######## spi_master_xfer ########
Fig. 1: spi_master_xfer, M2 wires
The bar under the picture is 20 microns long. Cells faint in the background.
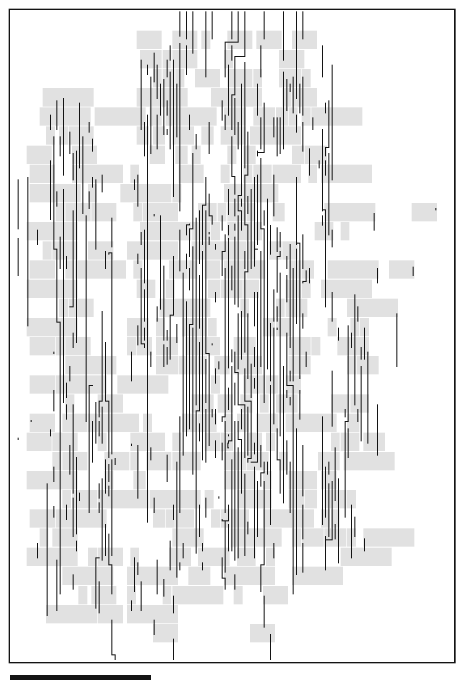
Fig. 2: spi_master_xfer, cell sizes after repair
The bar under the picture is 20 microns long.
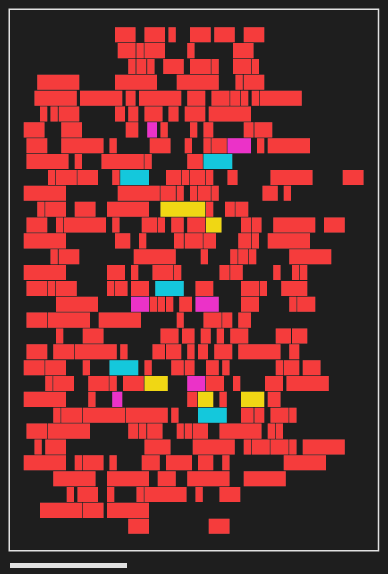
Fig. 3: spi_master_xfer, met1 routing
The bar under the picture is 20 microns long. Supply wires on this layer in gray. Cells faint in the background.
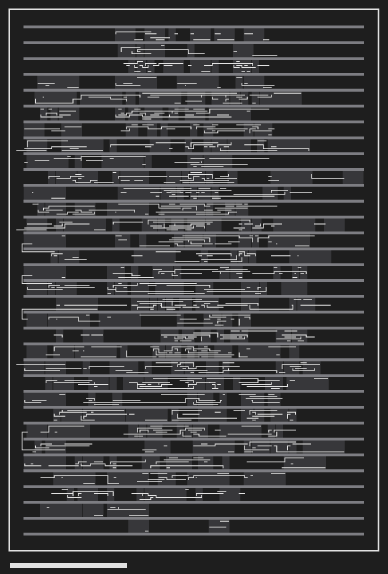
**src/rtl/spi_master_xfer.sv**
```systemverilog
// SPI mode-0 master moving one byte per handshake; consecutive bytes share one
// chip-select window until a byte flagged tx_last completes.
`timescale 1ns/1ps
module spi_master_xfer #(
  parameter int CLK_DIV = 2,
  parameter int CS_GAP  = 2
) (
  input  logic       clk_50m,
  input  logic       rst,
  input  logic       tx_valid,
  input  logic [7:0] tx_data,
  input  logic       tx_last,
  output logic       tx_ready,
  output logic       rx_valid,
  output logic [7:0] rx_data,
  output logic       busy,
  output logic       cs,
  output logic       sck,
  output logic       mosi,
  input  logic       miso
);

  localparam logic [2:0] S_IDLE  = 3'd0;
  localparam logic [2:0] S_SETUP = 3'd1;
  localparam logic [2:0] S_SHIFT = 3'd2;
  localparam logic [2:0] S_WAIT  = 3'd3;
  localparam logic [2:0] S_HOLD  = 3'd4;
  localparam logic [2:0] S_GAP   = 3'd5;

  localparam logic [7:0] DIV_RELOAD = 8'(CLK_DIV - 1);
  localparam logic [7:0] GAP_RELOAD = 8'(CS_GAP - 1);

  logic [2:0] state_q, state_d;
  logic [7:0] div_q, div_d;
  logic [2:0] bit_q, bit_d;
  logic       phase_q, phase_d;
  logic [7:0] tx_sh_q, tx_sh_d;
  logic       last_q, last_d;
  logic [7:0] rx_sh_q, rx_sh_d;
  logic [7:0] rx_data_q, rx_data_d;
  logic       rx_valid_q, rx_valid_d;
  logic       tx_ready_q, tx_ready_d;
  logic       busy_q, busy_d;
  logic       cs_q, cs_d;
  logic       sck_q, sck_d;
  logic       mosi_q, mosi_d;
  logic       xfer_s;
  logic       div_done_s;

  assign xfer_s     = tx_valid & tx_ready_q;
  assign div_done_s = (div_q == 8'd0);

  // Next-state and datapath: phase_q splits each bit into its sck-high and
  // sck-low half-periods; bit 7 keeps sck high through both halves.
  always_comb begin
    state_d    = state_q;
    bit_d      = bit_q;
    phase_d    = phase_q;
    tx_sh_d    = tx_sh_q;
    last_d     = last_q;
    rx_sh_d    = rx_sh_q;
    rx_data_d  = rx_data_q;
    rx_valid_d = 1'b0;
    cs_d       = cs_q;
    sck_d      = sck_q;
    mosi_d     = mosi_q;
    if (div_done_s) begin
      div_d = 8'd0;
    end else begin
      div_d = div_q - 8'd1;
    end

    case (state_q)
      S_IDLE: begin
        cs_d  = 1'b1;
        sck_d = 1'b0;
        if (xfer_s) begin
          state_d = S_SETUP;
          cs_d    = 1'b0;
          tx_sh_d = tx_data;
          last_d  = tx_last;
          mosi_d  = tx_data[7];
          div_d   = DIV_RELOAD;
        end else begin
          state_d = S_IDLE;
        end
      end
      S_SETUP: begin
        if (div_done_s) begin
          state_d = S_SHIFT;
          div_d   = DIV_RELOAD;
          sck_d   = 1'b1;
          bit_d   = 3'd0;
          phase_d = 1'b0;
          rx_sh_d = {rx_sh_q[6:0], miso};
        end else begin
          state_d = S_SETUP;
        end
      end
      S_SHIFT: begin
        if (div_done_s) begin
          div_d = DIV_RELOAD;
          if (!phase_q) begin
            phase_d = 1'b1;
            if (bit_q != 3'd7) begin
              sck_d   = 1'b0;
              tx_sh_d = {tx_sh_q[6:0], 1'b0};
              mosi_d  = tx_sh_q[6];
            end else begin
              sck_d = 1'b1;
            end
          end else if (bit_q == 3'd7) begin
            state_d    = last_q ? S_HOLD : S_WAIT;
            sck_d      = 1'b0;
            bit_d      = 3'd0;
            phase_d    = 1'b0;
            rx_data_d  = rx_sh_q;
            rx_valid_d = 1'b1;
          end else begin
            bit_d   = bit_q + 3'd1;
            phase_d = 1'b0;
            sck_d   = 1'b1;
            rx_sh_d = {rx_sh_q[6:0], miso};
          end
        end else begin
          state_d = S_SHIFT;
        end
      end
      S_WAIT: begin
        // Next byte starts straight at its first sck rise; no setup phase.
        if (xfer_s) begin
          state_d = S_SHIFT;
          tx_sh_d = tx_data;
          last_d  = tx_last;
          mosi_d  = tx_data[7];
          div_d   = DIV_RELOAD;
          sck_d   = 1'b1;
          bit_d   = 3'd0;
          phase_d = 1'b0;
          rx_sh_d = {rx_sh_q[6:0], miso};
        end else begin
          state_d = S_WAIT;
        end
      end
      S_HOLD: begin
        if (div_done_s) begin
          state_d = S_GAP;
          cs_d    = 1'b1;
          mosi_d  = 1'b0;
          div_d   = GAP_RELOAD;
        end else begin
          state_d = S_HOLD;
        end
      end
      S_GAP: begin
        if (div_done_s) begin
          state_d = S_IDLE;
          div_d   = 8'd0;
        end else begin
          state_d = S_GAP;
        end
      end
      default: begin
        state_d = S_IDLE;
        cs_d    = 1'b1;
        sck_d   = 1'b0;
        mosi_d  = 1'b0;
        div_d   = 8'd0;
      end
    endcase

    tx_ready_d = (state_d == S_IDLE) || (state_d == S_WAIT);
    busy_d     = (state_d != S_IDLE);
  end

  // State and output registers with synchronous reset.
  always_ff @(posedge clk_50m) begin
    if (rst) begin
      state_q    <= S_IDLE;
      div_q      <= 8'd0;
      bit_q      <= 3'd0;
      phase_q    <= 1'b0;
      tx_sh_q    <= 8'd0;
      last_q     <= 1'b0;
      rx_sh_q    <= 8'd0;
      rx_data_q  <= 8'd0;
      rx_valid_q <= 1'b0;
      tx_ready_q <= 1'b0;
      busy_q     <= 1'b0;
      cs_q       <= 1'b1;
      sck_q      <= 1'b0;
      mosi_q     <= 1'b0;
    end else begin
      state_q    <= state_d;
      div_q      <= div_d;
      bit_q      <= bit_d;
      phase_q    <= phase_d;
      tx_sh_q    <= tx_sh_d;
      last_q     <= last_d;
      rx_sh_q    <= rx_sh_d;
      rx_data_q  <= rx_data_d;
      rx_valid_q <= rx_valid_d;
      tx_ready_q <= tx_ready_d;
      busy_q     <= busy_d;
      cs_q       <= cs_d;
      sck_q      <= sck_d;
      mosi_q     <= mosi_d;
    end
  end

  assign tx_ready = tx_ready_q;
  assign rx_valid = rx_valid_q;
  assign rx_data  = rx_data_q;
  assign busy     = busy_q;
  assign cs       = cs_q;
  assign sck      = sck_q;
  assign mosi     = mosi_q;

endmodule
```
**config.mk**
```make
export PLATFORM = sky130hd
export DESIGN_NAME = spi_master_xfer
export DESIGN_NICKNAME = d
export VERILOG_FILES = /design/src/rtl/spi_master_xfer.sv
export SDC_FILE = /design/constraint.sdc
export NUM_CORES = 1
export LEC_CHECK = 0
export CAP_MARGIN = 20
export CORE_ASPECT_RATIO = 1.5
export CORE_MARGIN = 2
export CORE_UTILIZATION = 40
export CTS_CLUSTER_DIAMETER = 60
export DETAILED_ROUTE_END_ITERATION = 10
export GPL_TIMING_DRIVEN = 0
export PLACE_DENSITY = 0.67
export SLEW_MARGIN = 20
export SYNTH_ARGS = -nofsm -noshare
export SYNTH_HDL_FRONTEND = slang
export SYNTH_SLANG_ARGS = --single-unit
```
**constraint.sdc**
```tcl
create_clock -name clk_50m -period 3.16 [get_ports clk_50m]
set_clock_uncertainty 0.2 [all_clocks]
set_input_delay 0.79 -clock clk_50m [delete_from_list [all_inputs] [get_ports clk_50m]]
set_output_delay 0.79 -clock clk_50m [all_outputs]
set_load 0.02 [all_outputs]
```
==> Slide: Implementation Results <==
Run Summary

Run status
  – Result of the run: finished clean

Synth
  – Share of synthesized registers carrying an async set or reset: 0%
  – Adder-Cell Fraction of Synth Area: 1.79%
  – Cell count after synthesis: ~240
  – Proportion of synthesized area in mux cells: 9.13%
  – Most popular library cell in the synthesized design by count: nor2_1
  – Synthesized area per cell: 8.77 sq um
  – Main flop type after synthesis: dfxtp_1
  – Logic family by area: simple AND/OR/NAND/NOR gates
  – Synth Area in Simple Gates: 22.2%
  – Yosys Chip Area: 2100 sq um

Route
  – Metal3 WL: around 120 microns
  – Length of routed met2 wiring: 2.55 mm
  – DR DRC count: 0

STA
  – Relative slew slack: 48.9%
  – Maximum clock rate: approximately 390 MHz
  – Hold slack: 0.265 ns
  – Fin Setup TNS: 0 ns

Place
  – PortBufs: 25
  – Cell Area, Placed: 2430 sq um
  – Placed cell count: 332

Floorplanning
  – FP Rows: 32
  – Die extent in x: approximately 63 microns
  – Num ports: 27
  – Floorplan Utilization: between 40% and 50%

Critical path
  – Number of cells on the critical path: 7
  – Crit. Startpoint: tx_valid
  – Cells on worst reg2reg path: 6
  – Arr. time, crit path: 2.58 ns
  – Capturing instance or port of the critical path: tx_sh_q[5]$_SDFFE_PP0P_
  – Kind of start point of the critical path: input port

GRT
  – Overflow left after global routing: 0
  – Met1 GRT Util: 20.3%
  – Via count of the first global-routing pass: 1763
  – Global routing usage on met2: 32.7%

Power and ir drop
  – Clock power frac: a little under a fifth
  – Net Sw Frac: 38.2%

Final layout
  – Number of antenna repair diodes: 0
  – Proportion of final cell area spent on non-clock buffers: 12.6%
  – Largest cell class by area: multi-input combinational cells

Clock network
  – CTS H-Tree Depth: 2
  – Number of setup buffers added after CTS: 0
  – Clk Latency, worst-skew pair: 0.30 ns

Hold path
  – Hold path cells: 2
About Fig. 1:
- wire length on this layer: 2550 microns
- nets with wire on the layer: 233

About Fig. 2:
- magenta: _2 cells (cells 6; share 2.2%; most used buf_2)
- yellow: _3 and _4 cells (cells 5; share 1.8%; most used clkinvlp_4)
- red: _0 and _1 cells (cells 256; share 94%; most used nor2_1)
- cyan: _6 and larger (cells 5; share 1.8%; most used clkbuf_8)

About Fig. 3:
- nets with wire on the layer: 271
- wire length on this layer: 2070 microns
- main direction: horizontal


######## instruction_fetch_unit ########
Fig. 4: instruction_fetch_unit, routing congestion map
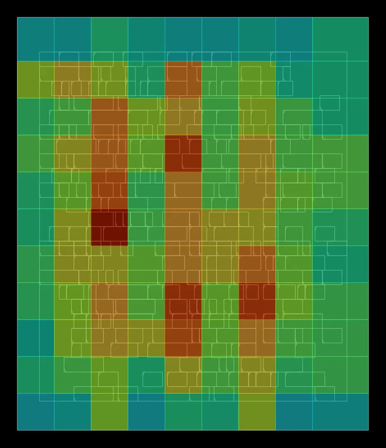
$ cat config.mk
export PLATFORM = sky130hd
export DESIGN_NAME = instruction_fetch_unit
export DESIGN_NICKNAME = d
export VERILOG_FILES = /design/src/rtl/instruction_fetch_unit.sv
export SDC_FILE = /design/constraint.sdc
export NUM_CORES = 1
export LEC_CHECK = 0
export CAP_MARGIN = 30
export CORE_ASPECT_RATIO = 1.2
export CORE_MARGIN = 4
export CORE_UTILIZATION = 40
export DETAILED_ROUTE_END_ITERATION = 10
export PLACE_DENSITY = 0.7
export SLEW_MARGIN = 20
export SYNTH_ARGS = -nofsm -noshare
export SYNTH_HDL_FRONTEND = slang
export SYNTH_SLANG_ARGS = --single-unit
$ cat constraint.sdc
create_clock -name Clock -period 2.1 [get_ports Clock]
set_input_delay 0.42 -clock Clock [delete_from_list [all_inputs] [get_ports Clock]]
set_output_delay 0.42 -clock Clock [all_outputs]
set_load 0.01 [all_outputs]
$ cat src/rtl/instruction_fetch_unit.sv
// Fetch sequencer: reads two bytes at PC/PC+1 and loads them low-then-high into the 8-bit IR port.
// Optional IFU_WORD_OUT_EN adds a Word/WordValid output with the assembled instruction.
`timescale 1ns/1ps
module instruction_fetch_unit #(
  parameter int ADDR_W  = 16,
  parameter int MEM_LAT = 1
) (
  input  logic              Clock,
  input  logic              Reset,
  input  logic              Start,
  input  logic [ADDR_W-1:0] PC,
  output logic [ADDR_W-1:0] MemAddr,
  output logic              MemRead,
  input  logic [7:0]        MemData,
  output logic [7:0]        IRData,
  output logic              IRWrite,
  output logic              IRLH,
  output logic              PCInc,
  output logic              Busy,
`ifdef IFU_WORD_OUT_EN
  output logic [15:0]       Word,
  output logic              WordValid,
`endif
  output logic              Done
);

  localparam int CNT_W = 2;
  localparam logic [CNT_W-1:0] LAST = CNT_W'(MEM_LAT - 1);

  typedef enum logic [2:0] {
    IDLE  = 3'd0,
    RD_LO = 3'd1,
    WR_LO = 3'd2,
    RD_HI = 3'd3,
    WR_HI = 3'd4,
    DONE  = 3'd5
  } state_e;

  state_e            state_q, state_d;
  logic [CNT_W-1:0]  wait_q, wait_d;
  logic [ADDR_W-1:0] memaddr_q, memaddr_d;
  logic [7:0]        irdata_q, irdata_d;
  logic              memread_q, memread_d;
  logic              irwrite_q, irwrite_d;
  logic              irlh_q, irlh_d;
  logic              pcinc_q, pcinc_d;
  logic              busy_q, busy_d;
  logic              done_q, done_d;
  logic              accept_s;
  logic              rd_last_s;
`ifdef IFU_WORD_OUT_EN
  logic [7:0]        lo_byte_q, lo_byte_d;
  logic [15:0]       word_q, word_d;
  logic              wordvalid_q, wordvalid_d;
`endif

  // State and wait-counter register
  always_ff @(posedge Clock) begin
    if (Reset) begin
      state_q <= IDLE;
      wait_q  <= {CNT_W{1'b0}};
    end else begin
      state_q <= state_d;
      wait_q  <= wait_d;
    end
  end

  // Next-state logic; Start is only looked at in IDLE and DONE
  always_comb begin
    state_d = state_q;
    wait_d  = wait_q;
    case (state_q)
      IDLE: begin
        if (Start) state_d = RD_LO;
        else       state_d = IDLE;
      end
      RD_LO, RD_HI: begin
        if (wait_q == LAST) begin
          state_d = (state_q == RD_LO) ? WR_LO : WR_HI;
          wait_d  = {CNT_W{1'b0}};
        end else begin
          wait_d  = wait_q + {{(CNT_W-1){1'b0}}, 1'b1};
        end
      end
      WR_LO: state_d = RD_HI;
      WR_HI: state_d = DONE;
      DONE: begin
        if (Start) state_d = RD_LO;
        else       state_d = IDLE;
      end
      default: begin
        state_d = IDLE;
        wait_d  = {CNT_W{1'b0}};
      end
    endcase
  end

  assign accept_s  = Start && ((state_q == IDLE) || (state_q == DONE));
  assign rd_last_s = ((state_q == RD_LO) || (state_q == RD_HI)) && (wait_q == LAST);

  // Output next values, decoded from the upcoming state so every output is a flop
  always_comb begin
    memaddr_d = memaddr_q;
    irdata_d  = irdata_q;
    if (accept_s) begin
      memaddr_d = PC;
    end else if (state_q == WR_LO) begin
      memaddr_d = memaddr_q + {{(ADDR_W-1){1'b0}}, 1'b1};
    end else begin
      memaddr_d = memaddr_q;
    end
    if (rd_last_s) irdata_d = MemData;
    else           irdata_d = irdata_q;
    memread_d = (state_d == RD_LO) || (state_d == RD_HI);
    irwrite_d = (state_d == WR_LO) || (state_d == WR_HI);
    irlh_d    = (state_d == WR_HI);
    pcinc_d   = irwrite_d;
    busy_d    = (state_d != IDLE);
    done_d    = (state_d == DONE);
  end

  // Output registers
  always_ff @(posedge Clock) begin
    if (Reset) begin
      memaddr_q <= {ADDR_W{1'b0}};
      irdata_q  <= 8'h00;
      memread_q <= 1'b0;
      irwrite_q <= 1'b0;
      irlh_q    <= 1'b0;
      pcinc_q   <= 1'b0;
      busy_q    <= 1'b0;
      done_q    <= 1'b0;
    end else begin
      memaddr_q <= memaddr_d;
      irdata_q  <= irdata_d;
      memread_q <= memread_d;
      irwrite_q <= irwrite_d;
      irlh_q    <= irlh_d;
      pcinc_q   <= pcinc_d;
      busy_q    <= busy_d;
      done_q    <= done_d;
    end
  end

  assign MemAddr = memaddr_q;
  assign MemRead = memread_q;
  assign IRData  = irdata_q;
  assign IRWrite = irwrite_q;
  assign IRLH    = irlh_q;
  assign PCInc   = pcinc_q;
  assign Busy    = busy_q;
  assign Done    = done_q;

`ifdef IFU_WORD_OUT_EN
  // IRData is overwritten by the high byte, so the low byte is kept aside during WR_LO
  always_comb begin
    lo_byte_d   = (state_q == WR_LO) ? irdata_q : lo_byte_q;
    word_d      = (state_q == WR_HI) ? {irdata_q, lo_byte_q} : word_q;
    wordvalid_d = (state_d == DONE);
  end

  // Assembled-word registers
  always_ff @(posedge Clock) begin
    if (Reset) begin
      lo_byte_q   <= 8'h00;
      word_q      <= 16'h0000;
      wordvalid_q <= 1'b0;
    end else begin
      lo_byte_q   <= lo_byte_d;
      word_q      <= word_d;
      wordvalid_q <= wordvalid_d;
    end
  end

  assign Word      = word_q;
  assign WordValid = wordvalid_q;
`endif

endmodule
==> Slide: Implementation Results <==
Run Summary

Final layout
  – Proportion of final cell area spent on non-clock buffers: 28.0%
  – Fin nets: between 200 and 300
  – Number of antenna repair diodes: 0
  – Seq area share: about 29%

Place
  – RePlAce Congestion: 0.725

Floorplanning
  – CORE AREA: roughly 3800 sq um
  – Number of tapcells: 52

Hold path
  – Endpoint with the worst hold slack: IRData[2]$_SDFFE_PP0P_
  – Hold path cells: 2
  – Worst hold path startpoint: IRData[2]$_SDFFE_PP0P_

Power and ir drop
  – Sequential cell fraction of total power: 41.9%
  – Worst IR drop on VDD: 0.564 mV

Synth
  – Synth Area in Simple Gates: 27.7%
  – Main flop type after synthesis: dfxtp_1
  – Synth Area in Compound Gates: between 10% and 20%
  – Adder-Cell Fraction of Synth Area: between 2 and 2.5%

Clock network
  – CTS H-Tree Depth: 2

Run status
  – Result of the run: finished clean

Critical path
  – Type of the setup path with the least slack: register to register
  – Worst reg2reg endpoint: MemAddr[13]$_SDFFE_PP0P_

GRT
  – Overall global routing resource usage: 16.3%
  – Via count of the first global-routing pass: 1455

Route
  – Via density per instance: roughly 5

STA
  – Post-route clock period utilization: between 80% and 90%
  – Maximum clock rate: 532 MHz
## Picture notes: Fig. 4
global-route track usage on met3: 5.12%
post-DR wirelength/cell: 12.9 microns
most used routing layer in global routing: met2


######## uart_rx ########
`config.mk`:
```
export PLATFORM = sky130hd
export DESIGN_NAME = uart_rx
export DESIGN_NICKNAME = d
export VERILOG_FILES = /design/src/rtl/uart_rx.sv
export SDC_FILE = /design/constraint.sdc
export NUM_CORES = 1
export LEC_CHECK = 0
export CAP_MARGIN = 20
export CORE_ASPECT_RATIO = 1.5
export CORE_MARGIN = 4
export CORE_UTILIZATION = 44
export CTS_BUF_LIST = sky130_fd_sc_hd__clkbuf_2 sky130_fd_sc_hd__clkbuf_4 sky130_fd_sc_hd__clkbuf_8
export CTS_CLUSTER_SIZE = 10
export DETAILED_ROUTE_END_ITERATION = 10
export PLACE_DENSITY = 0.74
export SLEW_MARGIN = 30
export SYNTH_ARGS = -nofsm -noshare
export SYNTH_HDL_FRONTEND = slang
export SYNTH_SLANG_ARGS = --single-unit
```
`constraint.sdc`:
```
create_clock -name i_clk -period 1.8 [get_ports i_clk]
set_input_delay 0.27 -clock i_clk [delete_from_list [all_inputs] [get_ports i_clk]]
set_output_delay 0.27 -clock i_clk [all_outputs]
set_load 0.01 [all_outputs]
```
`src/rtl/uart_rx.sv`:
```
// uart_rx: UART receiver with 2-flop sync, start/parity/stop validation and RX FIFO write strobe.
// Optional `define UART_RX_MAJORITY_VOTE_EN: 3-sample majority vote around each bit centre.
module uart_rx #(
    parameter int CLK_FREQ_MHZ  = 100_000_000,
    parameter int BAUD_RATE     = 3_000_000,
    parameter int NUM_DATA_BITS = 8,
    parameter int PARITY_ON     = 1,
    parameter int PARITY_EO     = 1,
    parameter int NUM_STOP_BITS = 1
) (
    input  logic                     i_clk,
    input  logic                     i_rst,
    input  logic                     i_rx,
    input  logic                     i_fifo_full,
    output logic                     o_fifo_wr_en,
    output logic [NUM_DATA_BITS-1:0] o_fifo_wr_data,
    output logic                     o_parity_err,
    output logic                     o_frame_err,
    output logic                     o_overrun
);
    localparam int BAUDPER_CNT_MAX = int'(CLK_FREQ_MHZ / BAUD_RATE);
    localparam int HALF = BAUDPER_CNT_MAX / 2;
    localparam int CW = $clog2(BAUDPER_CNT_MAX);
`ifdef UART_RX_MAJORITY_VOTE_EN
    localparam int START_PT = HALF + 1;
`else
    localparam int START_PT = HALF;
`endif

    typedef enum logic [2:0] {RX_IDLE, RX_START, RX_DATA, RX_PARITY, RX_STOP} state_t;

    state_t                   r_state, w_state_nx;
    logic                     r_rx_meta, r_rx_s, r_rx_prev;
    logic [CW-1:0]            r_cnt;
    logic [3:0]               r_bit;
    logic [NUM_DATA_BITS-1:0] r_shift;
    logic                     r_par_bad, r_stop_bad;
    logic                     w_rx, w_start_pt, w_bit_pt, w_done, w_fe, w_par_exp;

`ifdef UART_RX_MAJORITY_VOTE_EN
    logic r_rx_h2;
    always_ff @(posedge i_clk) r_rx_h2 <= i_rst ? 1'b1 : r_rx_prev;
    // Vote over three consecutive synchronised samples, centred one cycle back.
    assign w_rx = (r_rx_h2 & r_rx_prev) | (r_rx_h2 & r_rx_s) | (r_rx_prev & r_rx_s);
`else
    assign w_rx = r_rx_s;
`endif

    assign w_start_pt = r_cnt == CW'(START_PT);
    assign w_bit_pt   = r_cnt == CW'(BAUDPER_CNT_MAX - 1);
    assign w_done     = r_state == RX_STOP && w_bit_pt && r_bit == 4'(NUM_STOP_BITS - 1);
    assign w_fe       = r_stop_bad | ~w_rx;
    assign w_par_exp  = (PARITY_EO != 0) ? ~^r_shift : ^r_shift;

    always_ff @(posedge i_clk) begin
        if (i_rst) begin
            r_state   <= RX_IDLE;
            r_rx_meta <= 1'b1;
            r_rx_s    <= 1'b1;
            r_rx_prev <= 1'b1;
        end else begin
            r_state   <= w_state_nx;
            r_rx_meta <= i_rx;
            r_rx_s    <= r_rx_meta;
            r_rx_prev <= r_rx_s;
        end
    end

    always_comb begin
        w_state_nx = r_state;
        case (r_state)
            RX_IDLE:   w_state_nx = (r_rx_prev & ~r_rx_s) ? RX_START : RX_IDLE;
            RX_START:  w_state_nx = !w_start_pt ? RX_START : (w_rx ? RX_IDLE : RX_DATA);
            RX_DATA:   if (w_bit_pt && r_bit == 4'(NUM_DATA_BITS - 1))
                           w_state_nx = (PARITY_ON != 0) ? RX_PARITY : RX_STOP;
            RX_PARITY: w_state_nx = w_bit_pt ? RX_STOP : RX_PARITY;
            RX_STOP:   w_state_nx = w_done ? RX_IDLE : RX_STOP;
            default:   w_state_nx = RX_IDLE;
        endcase
    end

    always_ff @(posedge i_clk) begin
        if (i_rst) begin
            r_cnt          <= '0;
            r_bit          <= '0;
            r_shift        <= '0;
            r_par_bad      <= 1'b0;
            r_stop_bad     <= 1'b0;
            o_fifo_wr_en   <= 1'b0;
            o_fifo_wr_data <= '0;
            o_parity_err   <= 1'b0;
            o_frame_err    <= 1'b0;
            o_overrun      <= 1'b0;
        end else begin
            r_cnt <= (r_state == RX_IDLE || (r_state == RX_START && w_start_pt) || w_bit_pt) ? '0 : r_cnt + 1'b1;
            r_bit <= (w_state_nx != r_state) ? '0 :
                     (w_bit_pt && (r_state == RX_DATA || r_state == RX_STOP)) ? r_bit + 1'b1 : r_bit;
            if (r_state == RX_DATA && w_bit_pt)
                r_shift <= {w_rx, r_shift[NUM_DATA_BITS-1:1]};
            r_par_bad  <= (r_state == RX_IDLE) ? 1'b0 :
                          r_par_bad | (r_state == RX_PARITY && w_bit_pt && w_rx != w_par_exp);
            r_stop_bad <= (r_state == RX_IDLE) ? 1'b0 : r_stop_bad | (r_state == RX_STOP && w_bit_pt && !w_rx);
            o_frame_err  <= w_done & w_fe;
            o_parity_err <= w_done & ~w_fe & r_par_bad;
            o_overrun    <= w_done & ~w_fe & ~r_par_bad & i_fifo_full;
            o_fifo_wr_en <= w_done & ~w_fe & ~r_par_bad & ~i_fifo_full;
            if (w_done && !w_fe && !r_par_bad && !i_fifo_full)
                o_fifo_wr_data <= r_shift;
        end
    end
endmodule
```
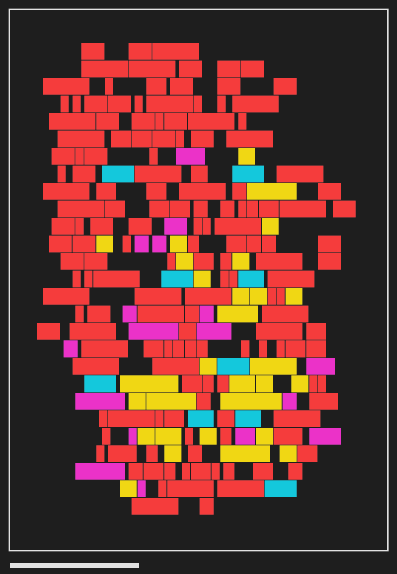
Fig. 5. Cell sizes after repair (uart_rx).
The bar under the picture is 20 microns long.
- yellow: _3 and _4 cells (cells 29; share 14%; most used buf_4)
- magenta: _2 cells (cells 17; share 8.1%; most used or2_2)
- cyan: _6 and larger (cells 9; share 4.3%; most used clkbuf_8)
- red: _0 and _1 cells (cells 155; share 74%; most used dfxtp_1)

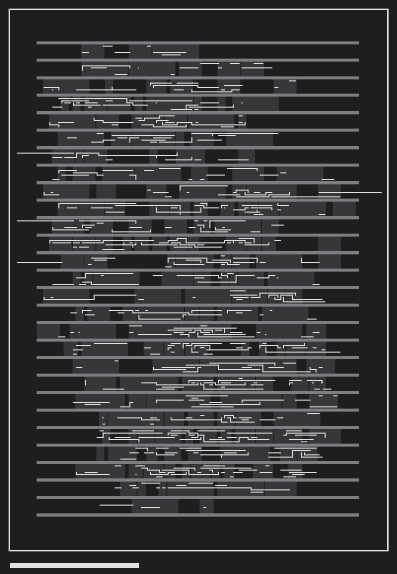
Fig. 6. Met1 routing (uart_rx).
The bar under the picture is 20 microns long. Supply wires on this layer in gray. Cells faint in the background.
- share of all routed wire: 39%
- wire length on this layer: 1360 microns
- longest straight run: 13.3 microns

==> Slide: Implementation Results <==
Run Summary

Critical path
  – Cell mode on critical path: buf_6
  – Capturing instance or port of the critical path: r_par_bad$_SDFF_PP0_
  – Worst-path cell with the longest stage delay: or3b_4
  – Crit. Startpoint: r_cnt[1]$_SDFF_PP0_
  – Type of the setup path with the least slack: register to register

Run
  – Number of warnings the tools reported: 30

Final layout
  – Layout Cells excl Fill: about 250
  – Layout fillers: roughly 320
  – Clock-cell share of area: 3.74%
  – Multi-input gate share of the layout cell area: 43.2%
  – Number of antenna repair diodes: 0
  – Multi-input gate area in the final layout: 953 sq um
  – Proportion of final cell area spent on non-clock buffers: between 10% and 20%

STA
  – Relative slew slack: 67.1%
  – Maximum clock rate: 531 MHz
  – Slack of the critical path: -0.0847 ns
  – Finish-stage setup viols: 29

Synth
  – Share of the synthesized area in the top cell type: 44.9%
  – Synth Area in Simple Gates: 25.0%
  – Ranking of synthesized cells by area: dfxtp_1, mux2i_1, nor2_1
  – Flop and latch count out of synthesis: 38
  – Count of yosys warnings during synthesis: 0

Run status
  – Result of the run: complete, but fails checks
  – Failing checks: negative setup slack

Power and ir drop
  – Clock group: 0.574 mW
  – Top pwr grp: registers
  – Pwr/cell area: between 600 and 700 nW/um^2

Clock network
  – Number of gates resized after CTS: 12

GRT
  – Global-route track usage on met3: 5.11%
  – Global routing usage on met2: a little over a quarter

Floorplanning
  – Number of tapcells: 43

Hold path
  – Endpoint with the worst hold slack: r_rx_s$_SDFF_PP1_
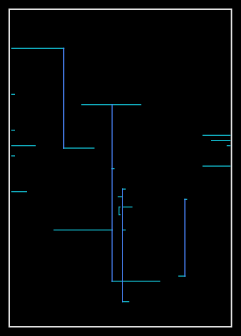
Fig. 7. Signal wires by layer (uart_rx).
Two of the layers only.
- cyan: metal 3 (wire length 108 microns)
- blue: metal 4 (wire length 124 microns)


Power and IR drop assume default switching activity.
